# serial_deserializer

==> serial_deserializer/metal_stack.png <==
Two of the layers only.
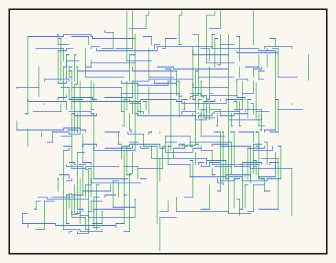

**src/rtl/serial_deserializer.sv**
```systemverilog
// Serial-in, parallel-out receiver: assembles MSB-first words from a strobed bit stream
// and presents them on a one-deep valid/ready output register with sticky drop flag.
module serial_deserializer #(
    parameter int unsigned WIDTH = 8
) (
    input  logic             clk,
    input  logic             reset_L,
    input  logic             carga,
    input  logic             shift,
    input  logic             sin,
    input  logic             ready,
    output logic [WIDTH-1:0] dataOut,
    output logic             valid,
    output logic             busy,
    output logic             overflow
);

    localparam int unsigned CNTW = (WIDTH > 2) ? $clog2(WIDTH) : 1;
    localparam logic [CNTW-1:0] LAST = CNTW'(WIDTH - 1);

    logic [WIDTH-1:0] acc;
    logic [WIDTH-1:0] acc_nxt;
    logic [CNTW-1:0]  cnt;
    logic [CNTW-1:0]  cnt_nxt;
    logic [WIDTH-1:0] data_nxt;
    logic             valid_nxt;
    logic             overflow_nxt;
    logic [WIDTH-1:0] word_c;

    assign word_c = {acc[WIDTH-2:0], sin};

    // Next-state: frame realign beats bit capture; handshake consumption applies independently.
    always_comb begin
        acc_nxt      = acc;
        cnt_nxt      = cnt;
        data_nxt     = dataOut;
        valid_nxt    = valid;
        overflow_nxt = overflow;

        if (valid && ready) begin
            valid_nxt = 1'b0;
        end

        if (carga) begin
            acc_nxt = '0;
            cnt_nxt = '0;
        end else if (shift) begin
            if (cnt == LAST) begin
                acc_nxt = '0;
                cnt_nxt = '0;
                if (!valid || ready) begin
                    data_nxt  = word_c;
                    valid_nxt = 1'b1;
                end else begin
                    overflow_nxt = 1'b1;
                end
            end else begin
                acc_nxt = word_c;
                cnt_nxt = cnt + CNTW'(1);
            end
        end
    end

    // State and output registers with synchronous active-low reset.
    always_ff @(posedge clk) begin
        if (!reset_L) begin
            acc      <= '0;
            cnt      <= '0;
            dataOut  <= '0;
            valid    <= 1'b0;
            busy     <= 1'b0;
            overflow <= 1'b0;
        end else begin
            acc      <= acc_nxt;
            cnt      <= cnt_nxt;
            dataOut  <= data_nxt;
            valid    <= valid_nxt;
            busy     <= (cnt_nxt != '0);
            overflow <= overflow_nxt;
        end
    end

endmodule
```
**config.mk**
```make
export PLATFORM = sky130hd
export DESIGN_NAME = serial_deserializer
export DESIGN_NICKNAME = d
export VERILOG_FILES = /design/src/rtl/serial_deserializer.sv
export SDC_FILE = /design/constraint.sdc
export NUM_CORES = 1
export LEC_CHECK = 0
export ABC_AREA = 1
export CAP_MARGIN = 20
export CORE_ASPECT_RATIO = 0.75
export CORE_MARGIN = 2
export CORE_UTILIZATION = 49
export CTS_CLUSTER_SIZE = 40
export DETAILED_ROUTE_END_ITERATION = 8
export PLACE_DENSITY = 0.73
export RECOVER_POWER = 100
export SLEW_MARGIN = 0
export SYNTH_ARGS = -nofsm -noshare
export SYNTH_HDL_FRONTEND = slang
export SYNTH_SLANG_ARGS = --single-unit
```
**constraint.sdc**
```tcl
create_clock -name clk -period 1.5 [get_ports clk]
set_input_delay 0.375 -clock clk [delete_from_list [all_inputs] [get_ports clk]]
set_output_delay 0.375 -clock clk [all_outputs]
set_load 0.03 [all_outputs]
```
# pipe_serializer_flat

[src/rtl/pipeline_pkg.sv]
`default_nettype none
// ============================================================================
//  Module   : pipeline_pkg
//  Purpose  : Shared typedefs and helpers for the pipeline blocks.
//  Revision : 1.0  initial release
// ============================================================================
package pipeline_pkg;

  // Serializer control states: waiting for a word, or emitting its beats.
  typedef enum logic [0:0] {
    IDLE = 1'b0,
    SEND = 1'b1
  } ser_state_t;

  // A valid/ready pair as seen on one side of a pipeline stage.
  typedef struct packed {
    logic valid;
    logic ready;
  } handshake_t;

  // Map a beat ordinal to the word slice it comes from. Beat 0 is the
  // least-significant slice unless msb_first is set, in which case the order
  // is reversed.
  function automatic int unsigned beat_index(
    input int unsigned cnt,
    input int unsigned num_beats,
    input bit          msb_first
  );
    return msb_first ? (num_beats - 1 - cnt) : cnt;
  endfunction

endpackage : pipeline_pkg
`default_nettype wire

[src/rtl/pipe_serializer_if.sv]
`default_nettype none
// ============================================================================
//  Module   : pipe_serializer_if
//  Purpose  : Wide-word input and narrow-beat output handshakes of the
//             serializer, bundled so the block and its neighbours share
//             one port list.
//  Revision : 1.0  initial release
// ============================================================================
interface pipe_serializer_if #(
  parameter int IN_WIDTH   = 32,
  parameter int BEAT_WIDTH = 8
);

  logic [IN_WIDTH-1:0]   prev_data;
  logic                  prev_valid;
  logic                  prev_ready;
  logic [BEAT_WIDTH-1:0] next_data;
  logic                  next_valid;
  logic                  next_last;
  logic                  next_ready;

  // Environment view: supplies words and consumes beats.
  modport master (
    output prev_data,
    output prev_valid,
    input  prev_ready,
    input  next_data,
    input  next_valid,
    input  next_last,
    output next_ready
  );

  // Serializer view: consumes words and supplies beats.
  modport slave (
    input  prev_data,
    input  prev_valid,
    output prev_ready,
    output next_data,
    output next_valid,
    output next_last,
    input  next_ready
  );

endinterface : pipe_serializer_if
`default_nettype wire

[src/rtl/pipe_serializer.sv]
`default_nettype none
// ============================================================================
//  Module   : pipe_serializer
//  Purpose  : Accepts IN_WIDTH-bit words and emits them as NUM_BEATS
//             BEAT_WIDTH-bit beats, LSB- or MSB-slice first, with gapless
//             back-to-back words when upstream keeps up.
//  Revision : 1.0  initial release
// ============================================================================
module pipe_serializer
  import pipeline_pkg::*;
#(
  parameter int IN_WIDTH      = 32,
  parameter int BEAT_WIDTH    = 8,
  parameter bit OPT_MSB_FIRST = 1'b0
) (
  input  wire logic            clk,
  input  wire logic            rst,
  input  wire logic            clear,
  pipe_serializer_if.slave     bus
);

  localparam int unsigned NUM_BEATS = IN_WIDTH / BEAT_WIDTH;
  localparam int unsigned CNT_W     = (NUM_BEATS > 1) ? $clog2(NUM_BEATS) : 1;
  localparam logic [CNT_W-1:0] c_last_beat = CNT_W'(NUM_BEATS - 1);

  // Only whole-beat words of at least two beats make sense here.
  generate
    if ((IN_WIDTH % BEAT_WIDTH) != 0 || NUM_BEATS < 2) begin : g_param_check
      $error("pipe_serializer: IN_WIDTH must be a multiple of BEAT_WIDTH with at least two beats");
    end
  endgenerate

  ser_state_t          r_state;
  ser_state_t          w_state_nxt;
  logic [CNT_W-1:0]    r_beat_cnt;
  logic [CNT_W-1:0]    w_beat_cnt_nxt;
  logic [IN_WIDTH-1:0] r_word;
  logic [IN_WIDTH-1:0] w_word_nxt;

  logic                w_on_last;
  logic                w_in_xfer;
  logic                w_out_xfer;
  logic                w_prev_ready;
  int unsigned         w_slice;

  // Handshake qualifiers and the selected beat; reset and clear both
  // block acceptance so no word can slip in while the block is flushing.
  always_comb begin
    w_on_last    = (r_state == SEND) && (r_beat_cnt == c_last_beat);
    w_prev_ready = !rst && !clear &&
                   ((r_state == IDLE) || (w_on_last && bus.next_ready));
    w_in_xfer    = bus.prev_valid && w_prev_ready;
    w_out_xfer   = (r_state == SEND) && bus.next_ready;
    w_slice      = beat_index(32'(r_beat_cnt), NUM_BEATS, OPT_MSB_FIRST);
  end

  assign bus.prev_ready = w_prev_ready;
  assign bus.next_valid = (r_state == SEND);
  assign bus.next_last  = w_on_last;
  assign bus.next_data  = r_word[w_slice*BEAT_WIDTH +: BEAT_WIDTH];

  // Next-state logic: clear wins, then load/advance/reload on transfers.
  always_comb begin
    w_state_nxt    = r_state;
    w_beat_cnt_nxt = r_beat_cnt;
    w_word_nxt     = r_word;
    if (clear) begin
      w_state_nxt    = IDLE;
      w_beat_cnt_nxt = '0;
      w_word_nxt     = '0;
    end else begin
      case (r_state)
        IDLE: begin
          if (w_in_xfer) begin
            w_state_nxt    = SEND;
            w_beat_cnt_nxt = '0;
            w_word_nxt     = bus.prev_data;
          end
        end
        SEND: begin
          if (w_out_xfer) begin
            if (w_on_last) begin
              w_beat_cnt_nxt = '0;
              if (w_in_xfer) begin
                // Reload on the last beat keeps the output stream gapless.
                w_state_nxt = SEND;
                w_word_nxt  = bus.prev_data;
              end else begin
                w_state_nxt = IDLE;
              end
            end else begin
              w_beat_cnt_nxt = r_beat_cnt + 1'b1;
            end
          end
        end
        default: begin
          w_state_nxt    = IDLE;
          w_beat_cnt_nxt = '0;
        end
      endcase
    end
  end

  // State, beat counter and word register; reset drops any word in flight.
  always_ff @(posedge clk or posedge rst) begin
    if (rst) begin
      r_state    <= IDLE;
      r_beat_cnt <= '0;
      r_word     <= '0;
    end else begin
      r_state    <= w_state_nxt;
      r_beat_cnt <= w_beat_cnt_nxt;
      r_word     <= w_word_nxt;
    end
  end

endmodule : pipe_serializer
`default_nettype wire

[src/flat_wrapper.sv]
// flat-port wrapper written by rule: the top's interface ports become plain ports
module pipe_serializer_flat import pipeline_pkg::*;
#(
  parameter int IN_WIDTH      = 32,
  parameter int BEAT_WIDTH    = 8,
  parameter bit OPT_MSB_FIRST = 1'b0
)
  (clk, rst, clear, bus_prev_data, bus_prev_valid, bus_prev_ready, bus_next_data, bus_next_valid, bus_next_last, bus_next_ready);
  pipe_serializer_if #(.IN_WIDTH(IN_WIDTH), .BEAT_WIDTH(BEAT_WIDTH)) bus_i ();
  input  wire logic clk;
  input  wire logic rst;
  input  wire logic clear;
  input wire logic [$bits(bus_i.prev_data)-1:0] bus_prev_data;
  input wire logic [$bits(bus_i.prev_valid)-1:0] bus_prev_valid;
  output wire logic [$bits(bus_i.prev_ready)-1:0] bus_prev_ready;
  output wire logic [$bits(bus_i.next_data)-1:0] bus_next_data;
  output wire logic [$bits(bus_i.next_valid)-1:0] bus_next_valid;
  output wire logic [$bits(bus_i.next_last)-1:0] bus_next_last;
  input wire logic [$bits(bus_i.next_ready)-1:0] bus_next_ready;
  assign bus_i.prev_data = bus_prev_data;
  assign bus_i.prev_valid = bus_prev_valid;
  assign bus_prev_ready = bus_i.prev_ready;
  assign bus_next_data = bus_i.next_data;
  assign bus_next_valid = bus_i.next_valid;
  assign bus_next_last = bus_i.next_last;
  assign bus_i.next_ready = bus_next_ready;
  pipe_serializer #(.IN_WIDTH(IN_WIDTH), .BEAT_WIDTH(BEAT_WIDTH), .OPT_MSB_FIRST(OPT_MSB_FIRST)) u_core (.clk(clk), .rst(rst), .clear(clear), .bus(bus_i));
endmodule
[config.mk]
export PLATFORM = sky130hd
export DESIGN_NAME = pipe_serializer_flat
export DESIGN_NICKNAME = d
export VERILOG_FILES = /design/src/rtl/pipeline_pkg.sv /design/src/rtl/pipe_serializer_if.sv /design/src/rtl/pipe_serializer.sv /design/src/flat_wrapper.sv
export SDC_FILE = /design/constraint.sdc
export NUM_CORES = 1
export LEC_CHECK = 0
export ABC_AREA = 1
export CAP_MARGIN = 20
export CORE_UTILIZATION = 52
export CTS_CLUSTER_DIAMETER = 50
export DETAILED_ROUTE_END_ITERATION = 16
export PLACE_DENSITY = 0.94
export SLEW_MARGIN = 25
export SYNTH_ARGS = -nofsm -noshare
export SYNTH_HDL_FRONTEND = slang
export SYNTH_SLANG_ARGS = --single-unit
[constraint.sdc]
create_clock -name clk -period 4.1 [get_ports clk]
set_clock_uncertainty 0.05 [all_clocks]
set_input_delay 1.025 -clock clk [delete_from_list [all_inputs] [get_ports clk]]
set_output_delay 1.025 -clock clk [all_outputs]
set_load 0.01 [all_outputs]
# cc_miss_req_issuer_flat

[src/rtl/cc_miss_req_issuer_if.sv]
// cc_miss_req_issuer_if: miss FIFO, AR channel, R monitor and status signals of the miss request issuer
interface cc_miss_req_issuer_if;
    logic        miss_req_fifo_empty_i;
    logic [31:0] miss_req_fifo_rdata_i;
    logic        miss_req_fifo_rden_o;
    logic [3:0]  mem_arid_o;
    logic [31:0] mem_araddr_o;
    logic [3:0]  mem_arlen_o;
    logic [2:0]  mem_arsize_o;
    logic [1:0]  mem_arburst_o;
    logic        mem_arvalid_o;
    logic        mem_arready_i;
    logic        mem_rvalid_i;
    logic        mem_rready_i;
    logic        mem_rlast_i;
    logic [2:0]  outstanding_cnt_o;
    logic        busy_o;
    logic        err_o;

    modport master (
        input  miss_req_fifo_empty_i, miss_req_fifo_rdata_i, mem_arready_i,
               mem_rvalid_i, mem_rready_i, mem_rlast_i,
        output miss_req_fifo_rden_o, mem_arid_o, mem_araddr_o, mem_arlen_o, mem_arsize_o,
               mem_arburst_o, mem_arvalid_o, outstanding_cnt_o, busy_o, err_o
    );

    modport slave (
        output miss_req_fifo_empty_i, miss_req_fifo_rdata_i, mem_arready_i,
               mem_rvalid_i, mem_rready_i, mem_rlast_i,
        input  miss_req_fifo_rden_o, mem_arid_o, mem_araddr_o, mem_arlen_o, mem_arsize_o,
               mem_arburst_o, mem_arvalid_o, outstanding_cnt_o, busy_o, err_o
    );
endinterface

[src/rtl/cc_miss_req_issuer.sv]
// cc_miss_req_issuer: pops cache miss addresses and issues 64-byte WRAP line fills on AR, tracking outstanding bursts
module cc_miss_req_issuer #(
    parameter int         MAX_OUTSTANDING = 4,
    parameter logic [3:0] AR_ID           = 4'd0
) (
    input logic                  clk,
    input logic                  rst,
    cc_miss_req_issuer_if.master bus
);
    typedef enum logic {IDLE, REQ} state_t;

    localparam logic [2:0] MAX = 3'(MAX_OUTSTANDING);

    state_t      state, state_nxt;
    logic [31:0] araddr;
    logic [2:0]  cnt;
    logic        err;
    logic        pop, arvalid, ar_hs, rl_hs;

    // state register; reset drops any pending request
    always_ff @(posedge clk)
        state <= rst ? IDLE : state_nxt;

    // next state: pop moves to REQ, AR handshake returns to IDLE
    always_comb
        state_nxt = (state == IDLE) ? (pop ? REQ : IDLE) : (ar_hs ? IDLE : REQ);

    // outputs decoded from state and handshakes
    always_comb begin
        arvalid = state == REQ;
        pop     = (state == IDLE) && !bus.miss_req_fifo_empty_i && (cnt < MAX) && !rst;
        ar_hs   = arvalid && bus.mem_arready_i;
        rl_hs   = bus.mem_rvalid_i && bus.mem_rready_i && bus.mem_rlast_i;
    end

    // capture the line address (8-byte aligned, critical word first) on the pop
    always_ff @(posedge clk)
        if (rst) araddr <= '0;
        else if (pop) araddr <= {bus.miss_req_fifo_rdata_i[31:3], 3'b000};

    // outstanding burst count with sticky error on underflow/overflow
    always_ff @(posedge clk)
        if (rst) begin
            cnt <= '0;
            err <= 1'b0;
        end else if (ar_hs && !rl_hs) begin
            if (cnt >= MAX) err <= 1'b1;
            else cnt <= cnt + 3'd1;
        end else if (rl_hs && !ar_hs) begin
            if (cnt == '0) err <= 1'b1;
            else cnt <= cnt - 3'd1;
        end

    assign bus.miss_req_fifo_rden_o = pop;
    assign bus.mem_arid_o           = AR_ID;
    assign bus.mem_araddr_o         = araddr;
    assign bus.mem_arlen_o          = 4'd7;
    assign bus.mem_arsize_o         = 3'd3;
    assign bus.mem_arburst_o        = 2'b10;
    assign bus.mem_arvalid_o        = arvalid;
    assign bus.outstanding_cnt_o    = cnt;
    assign bus.busy_o               = arvalid || (cnt != '0);
    assign bus.err_o                = err;
endmodule

[src/flat_wrapper.sv]
// flat-port wrapper written by rule: the top's interface ports become plain ports
module cc_miss_req_issuer_flat 
#(
    parameter int         MAX_OUTSTANDING = 4,
    parameter logic [3:0] AR_ID           = 4'd0
)
  (clk, rst, bus_miss_req_fifo_empty_i, bus_miss_req_fifo_rdata_i, bus_mem_arready_i, bus_mem_rvalid_i, bus_mem_rready_i, bus_mem_rlast_i, bus_miss_req_fifo_rden_o, bus_mem_arid_o, bus_mem_araddr_o, bus_mem_arlen_o, bus_mem_arsize_o, bus_mem_arburst_o, bus_mem_arvalid_o, bus_outstanding_cnt_o, bus_busy_o, bus_err_o);
  cc_miss_req_issuer_if bus_i ();
  input logic clk;
  input logic rst;
  input wire logic [$bits(bus_i.miss_req_fifo_empty_i)-1:0] bus_miss_req_fifo_empty_i;
  input wire logic [$bits(bus_i.miss_req_fifo_rdata_i)-1:0] bus_miss_req_fifo_rdata_i;
  input wire logic [$bits(bus_i.mem_arready_i)-1:0] bus_mem_arready_i;
  input wire logic [$bits(bus_i.mem_rvalid_i)-1:0] bus_mem_rvalid_i;
  input wire logic [$bits(bus_i.mem_rready_i)-1:0] bus_mem_rready_i;
  input wire logic [$bits(bus_i.mem_rlast_i)-1:0] bus_mem_rlast_i;
  output wire logic [$bits(bus_i.miss_req_fifo_rden_o)-1:0] bus_miss_req_fifo_rden_o;
  output wire logic [$bits(bus_i.mem_arid_o)-1:0] bus_mem_arid_o;
  output wire logic [$bits(bus_i.mem_araddr_o)-1:0] bus_mem_araddr_o;
  output wire logic [$bits(bus_i.mem_arlen_o)-1:0] bus_mem_arlen_o;
  output wire logic [$bits(bus_i.mem_arsize_o)-1:0] bus_mem_arsize_o;
  output wire logic [$bits(bus_i.mem_arburst_o)-1:0] bus_mem_arburst_o;
  output wire logic [$bits(bus_i.mem_arvalid_o)-1:0] bus_mem_arvalid_o;
  output wire logic [$bits(bus_i.outstanding_cnt_o)-1:0] bus_outstanding_cnt_o;
  output wire logic [$bits(bus_i.busy_o)-1:0] bus_busy_o;
  output wire logic [$bits(bus_i.err_o)-1:0] bus_err_o;
  assign bus_i.miss_req_fifo_empty_i = bus_miss_req_fifo_empty_i;
  assign bus_i.miss_req_fifo_rdata_i = bus_miss_req_fifo_rdata_i;
  assign bus_i.mem_arready_i = bus_mem_arready_i;
  assign bus_i.mem_rvalid_i = bus_mem_rvalid_i;
  assign bus_i.mem_rready_i = bus_mem_rready_i;
  assign bus_i.mem_rlast_i = bus_mem_rlast_i;
  assign bus_miss_req_fifo_rden_o = bus_i.miss_req_fifo_rden_o;
  assign bus_mem_arid_o = bus_i.mem_arid_o;
  assign bus_mem_araddr_o = bus_i.mem_araddr_o;
  assign bus_mem_arlen_o = bus_i.mem_arlen_o;
  assign bus_mem_arsize_o = bus_i.mem_arsize_o;
  assign bus_mem_arburst_o = bus_i.mem_arburst_o;
  assign bus_mem_arvalid_o = bus_i.mem_arvalid_o;
  assign bus_outstanding_cnt_o = bus_i.outstanding_cnt_o;
  assign bus_busy_o = bus_i.busy_o;
  assign bus_err_o = bus_i.err_o;
  cc_miss_req_issuer #(.MAX_OUTSTANDING(MAX_OUTSTANDING), .AR_ID(AR_ID)) u_core (.clk(clk), .rst(rst), .bus(bus_i));
endmodule
[config.mk]
export PLATFORM = sky130hd
export DESIGN_NAME = cc_miss_req_issuer_flat
export DESIGN_NICKNAME = d
export VERILOG_FILES = /design/src/rtl/cc_miss_req_issuer_if.sv /design/src/rtl/cc_miss_req_issuer.sv /design/src/flat_wrapper.sv
export SDC_FILE = /design/constraint.sdc
export NUM_CORES = 1
export LEC_CHECK = 0
export CAP_MARGIN = 10
export CORE_MARGIN = 2
export CORE_UTILIZATION = 36
export CTS_CLUSTER_SIZE = 28
export DETAILED_ROUTE_END_ITERATION = 10
export PLACE_DENSITY_LB_ADDON = 0.1
export SYNTH_ARGS = -nofsm -noshare
export SYNTH_HDL_FRONTEND = slang
export SYNTH_SLANG_ARGS = --single-unit
export TNS_END_PERCENT = 5
[constraint.sdc]
create_clock -name clk -period 2.14 [get_ports clk]
set_input_delay 0.428 -clock clk [delete_from_list [all_inputs] [get_ports clk]]
set_output_delay 0.428 -clock clk [all_outputs]
set_load 0.05 [all_outputs]
==> cc_miss_req_issuer_flat/registers.png <==
Scale bar: 20 um.
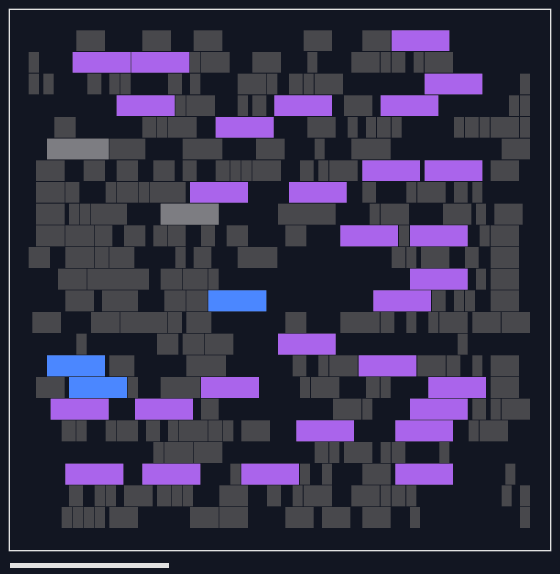
Key: purple = u_core.bus.mem_araddr_o [placed flops 29]; blue = u_core.bus.outstanding_cnt_o [placed flops 3]

==> impl_metrics.tcl, cc_miss_req_issuer_flat <==
# implementation run metrics
set metrics [dict create \
    outcome "finished, final reports clean" \
    p_comb_mw 0.572 \
    path_class "reg -> out" \
    finalSetupViolations 0 \
    grt_pass1_vias 1113 \
    cts-resized-gates 0 \
    crit_end "bus_outstanding_cnt_o[1]" \
    wl_per_cell_um 10.6 \
    rsz0062_at_grt "false" \
    fin_hold_ws_ns 0.448 \
    drc 0 \
    reg2reg_to "u_core.bus.outstanding_cnt_o[2]" \
    chip_area_sq_mm 0.00459 \
    place_ws_ns -0.149 \
    cp.depth 1 \
    async_flop_share_pct 0 \
    final_area_sq_mm 0.00229 \
    detailed_place.area_sq_mm 0.00220 \
    num-clock-buffers 7 \
]
cc_miss_req_issuer_flat: flip-flops by register name (all words and copies together) (netlist names):
| register | flops |
|---|---|
| u_core.bus.err_o | 1 |
| u_core.bus.mem_araddr_o | 29 |
| u_core.bus.mem_arvalid_o | 1 |
| u_core.bus.outstanding_cnt_o | 3 |
cc_miss_req_issuer_flat: metal layers:
layer / wire length (um) / track usage [%] / vias up
met5: 0 / 0 / -
met3: 276 / 4.33 / 8
li1: - / - / 705
met1: 1480 / 17.8 / 581
met2: 1440 / 23.2 / 49
met4: 59 / 7.50 / 0
cc_miss_req_issuer_flat: logic make-up (layout without fill, tap and decap cells):
group | after synthesis | count (layout) | share of synthesized area, %
buffers and inverters | 31 | 93 | 12.6
XOR/XNOR | 2 | 2 | 1.20
other | 2 | 16 | 0.513
flip-flops | 34 | 34 | 46.5
multiplexers | 1 | 1 | 0.684
adder cells (fa/ha/maj) | 4 | 4 | 3.42
AND/OR/NAND/NOR | 70 | 70 | 20.3
AND-OR/OR-AND | 38 | 38 | 14.7
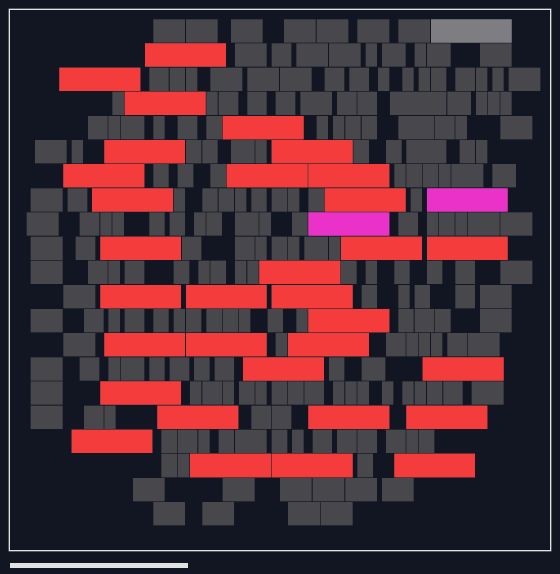
(pipe_serializer_flat/registers.png)
Scale bar: 20 um.
Key: magenta = u_core.r_beat_cnt [placed flops 2]; red = u_core.r_word [placed flops 32]
Another 1 sequential cells are not coloured.

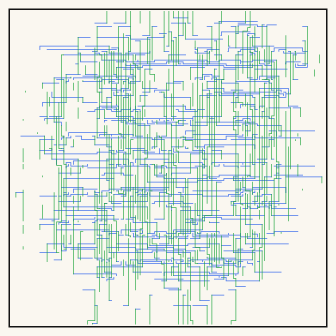
(pipe_serializer_flat/metal_stack.png)
Two of the layers only.
Key: blue = met1 [wire length 1780 um]; green = met2 [wire length 2200 um]
Total GRT Usage: 24.7%
Via Count: 1751
WL/cell: 14.2 um

==> impl_metrics.tcl, pipe_serializer_flat <==
# implementation run metrics
set metrics [dict create \
    yosys_warnings 0 \
    fmax_mhz 296 \
    worst_slack_ns 0.716 \
    via_per_inst 5.82 \
    cts_root_buf "clkbuf_4" \
    outcome "finished, final reports clean" \
    min_from "u_core.r_word[19]" \
    synth-compound-area-share_pct 7.51 \
    warnings 26 \
    antenna_found_initial 0 \
    cap_viol_max_count 0 \
    hold_violations 0 \
    cts-resized-gates 0 \
    p_comb_share_pct 20.7 \
    endpoint_kind "output port" \
    reg2reg_to "u_core.r_word[5]" \
    finalSetupViolations 0 \
    rows 21 \
    clock-sinks 35 \
    ys_cells 217 \
    portBuffers 47 \
    adder_share_pct 0.695 \
    flop_cell "dfrtp_1" \
    grt_pass1_vias 1435 \
    grt_pass1_wl_um 6590 \
    finalPower_mw 0.680 \
]
## pipe_serializer_flat: state kept, by name (all words and copies together), names as in the netlist
signal,flops
u_core.r_word,32
u_core.bus.next_valid,1
u_core.r_beat_cnt,2
## pipe_serializer_flat: power groups by stage
stage	Clock (mW)	Sequential [mW]	Combinational, mW
3_3_place_gp	0	0.379	0.138
3_5_place_dp	0	0.380	0.141
4_1_cts	0.166	0.373	0.141
5_1_grt	0.186	0.375	0.153
6_report	0.167	0.373	0.141
2_1_floorplan	0	0.377	0.0746
## pipe_serializer_flat: cell type report
class                   instances  area (sq um)
repair buffers                 52           508
flip-flops and latches         35           876
well taps                      46          57.6
fillers                       291          1040
multi-input cells             154           779
clock buffers                   6          41.3
inverters                       8          30.0
## pipe_serializer_flat: cells by family (layout without fill, tap and decap cells)
group,Yosys count,in the layout
simple gates,128,128
flops,35,35
buf+inv,28,66
compound gates,25,25
fa+ha+maj,1,1
## pipe_serializer_flat: layer usage
metal / part of all wire [%] / global-route usage, %
met1: 42 / 34.8
met2: 51 / 38.5
met3: 6.3 / 5.76
met4: 0.54 / 6.82
met5: 0 / 0
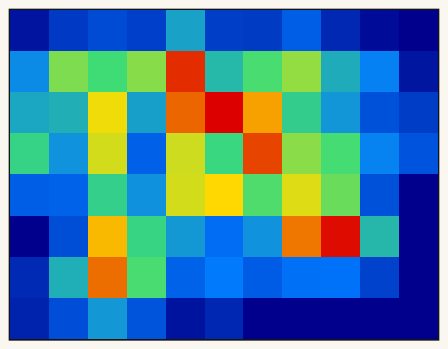
(serial_deserializer/wire_density.png)
The die is cut into 11 by 8 equal tiles; dark blue is low, red is high, scaled to the fullest tile. Values are wire area over tile area, all layers added.
The mean over all tiles is 0.12. The densest ninth of the die: centre. 28% of the tiles are over half the peak. 11% of the tiles are nearly empty.
WL/cell: 9.99 um
Via Count: 811
Total GRT Usage: 18.4%
WL final: 1650 um

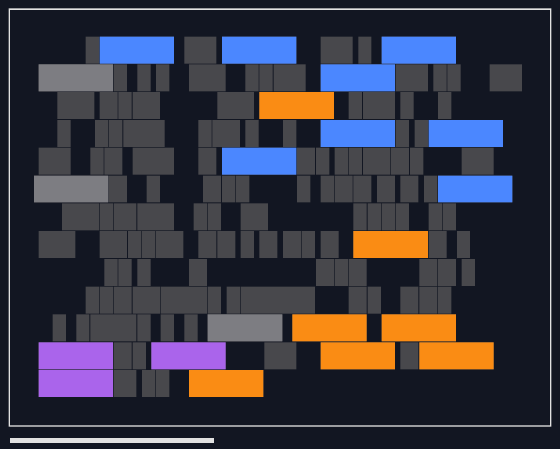
(serial_deserializer/registers.png)
Scale bar: 20 um.
Key: blue = dataOut [placed flops 8]; purple = cnt [placed flops 3]; orange = acc [placed flops 7]

## Picture notes: serial_deserializer/metal_stack.png
Key: green = met2 [wire length 772 um]; blue = met1 [wire length 764 um]

==> impl_metrics.tcl, serial_deserializer <==
# implementation run metrics
set metrics [dict create \
    outcome "finished, final reports clean" \
    worstSetupStartpoint "dataOut[4]" \
    sequentialPower_mw 0.566 \
    cts_tree "yes" \
    r2r_cells 6 \
    drive_gt1_share_pct 9.09 \
    placed_cells 161 \
    min_to "overflow" \
    detailed_place.area_sq_mm 0.00110 \
    rsz0062_at_grt "false" \
    crit_chain "dlygate4sd2_1" \
    p_clk_mw 0.275 \
    p_switching_mw 0.212 \
    flop_area_sq_um 420 \
    synthToLayoutAreaGrowth_pct 25.8 \
    flop_cell "dfxtp_1" \
]
serial_deserializer: worst reg2reg max path: stages (launching register included):
cell,delay [ns]
dfxtp_1,0.37
ha_1,0.16
ha_1,0.20
nand3_1,0.16
nor2_4,0.22
nor2_1,0.07
nor2_1,0.09
serial_deserializer: layout make-up:
cell class                      count  share of cell area, %
Inverter                           20                   6.80
Clock buffer                        4                   2.38
Timing Repair Buffer               21                   17.2
Multi-Input combinational cell     77                   33.0
Sequential cell                    21                   38.1
Tap cell                           22                   2.49
serial_deserializer: through the flow:
stage | setup TNS (ns) | hold slack, ns | total power [mW]
6_report | 0 | 0.480 | 0.915
5_1_grt | 0 | 0.509 | 0.958
4_1_cts | 0 | 0.491 | 0.925
3_5_place_dp | -1.49 | 0.459 | 0.657
3_3_place_gp | -0.617 | 0.453 | 0.655
2_1_floorplan | 0 | 0.444 | 0.617
serial_deserializer: state kept, by name (all words and copies together), names as in the netlist:
name / cells
dataOut: 8
acc: 7
cnt: 3
busy: 1
overflow: 1
valid: 1
serial_deserializer: what timing repair did:
action	in CTS	in global routing
gates resized	11	3
pin swaps	0	0
endpoints found under the setup margin	11	2
buffers inserted	0	0

==> layout pictures side by side <==
Wires at chosen ports, followed through buffers.
Scale bar: 20 um.
(a)
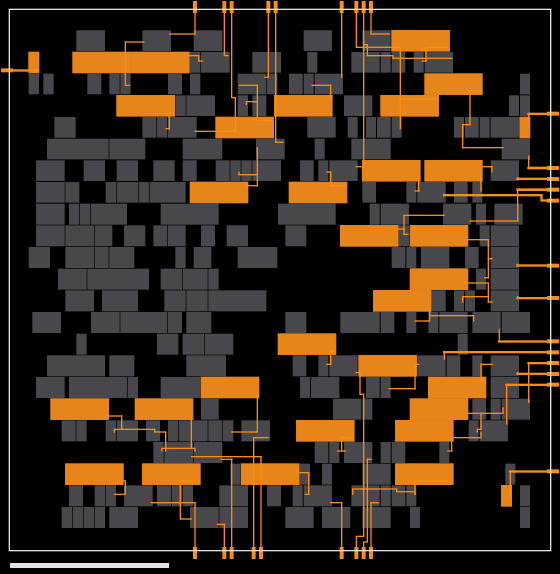
(b)
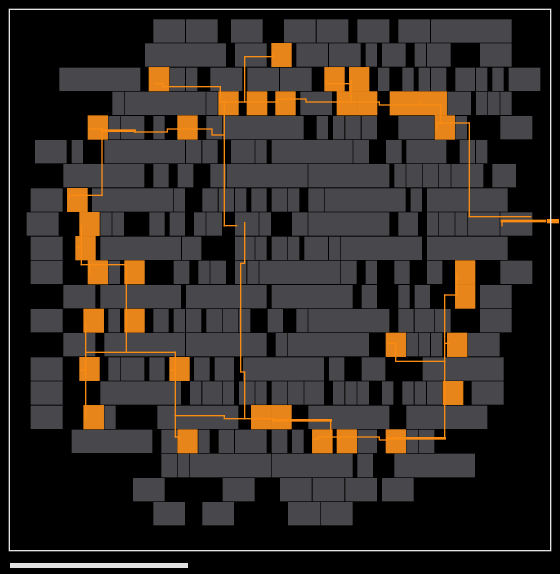
(c)
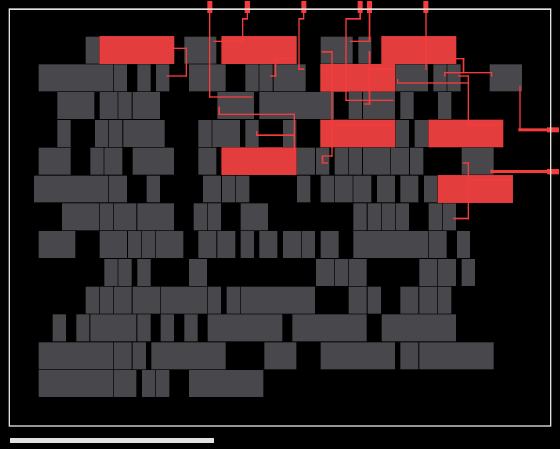
(b) comes from pipe_serializer_flat.
(c) comes from serial_deserializer.
(a) comes from cc_miss_req_issuer_flat.
Of these, largest die: (a)
Of these, smallest die: (c)



==> notes/layouts.md <==
Pictures saved along the way, in no particular order.

Clock nets.
Plate I
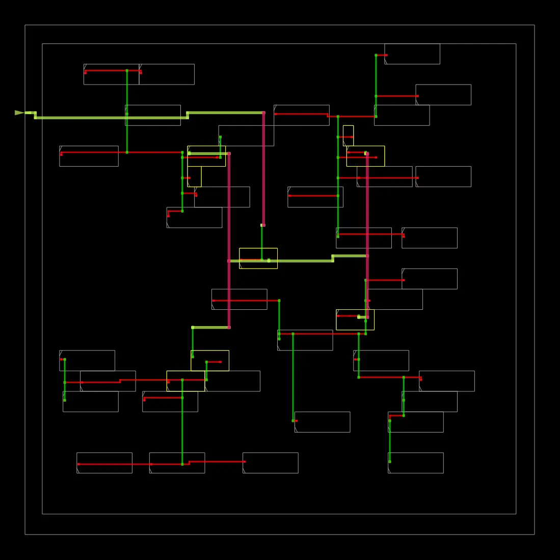
Plate II
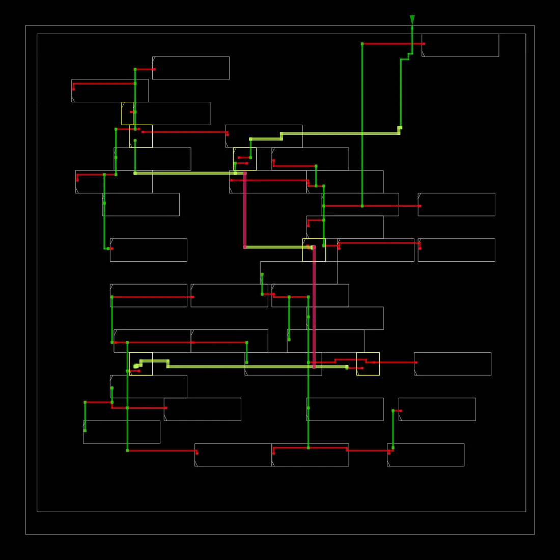
Plate III
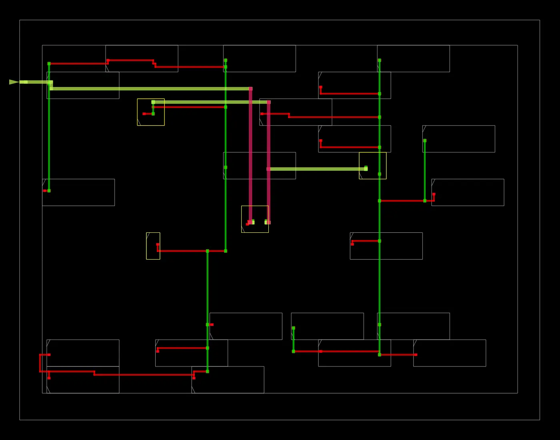
- fewest sequential cells: Plate III
| picture | from |
|---|---|
| Plate II | pipe_serializer_flat |
| Plate I | cc_miss_req_issuer_flat |
| Plate III | serial_deserializer |

Power is estimated from default activity; no workload was simulated.
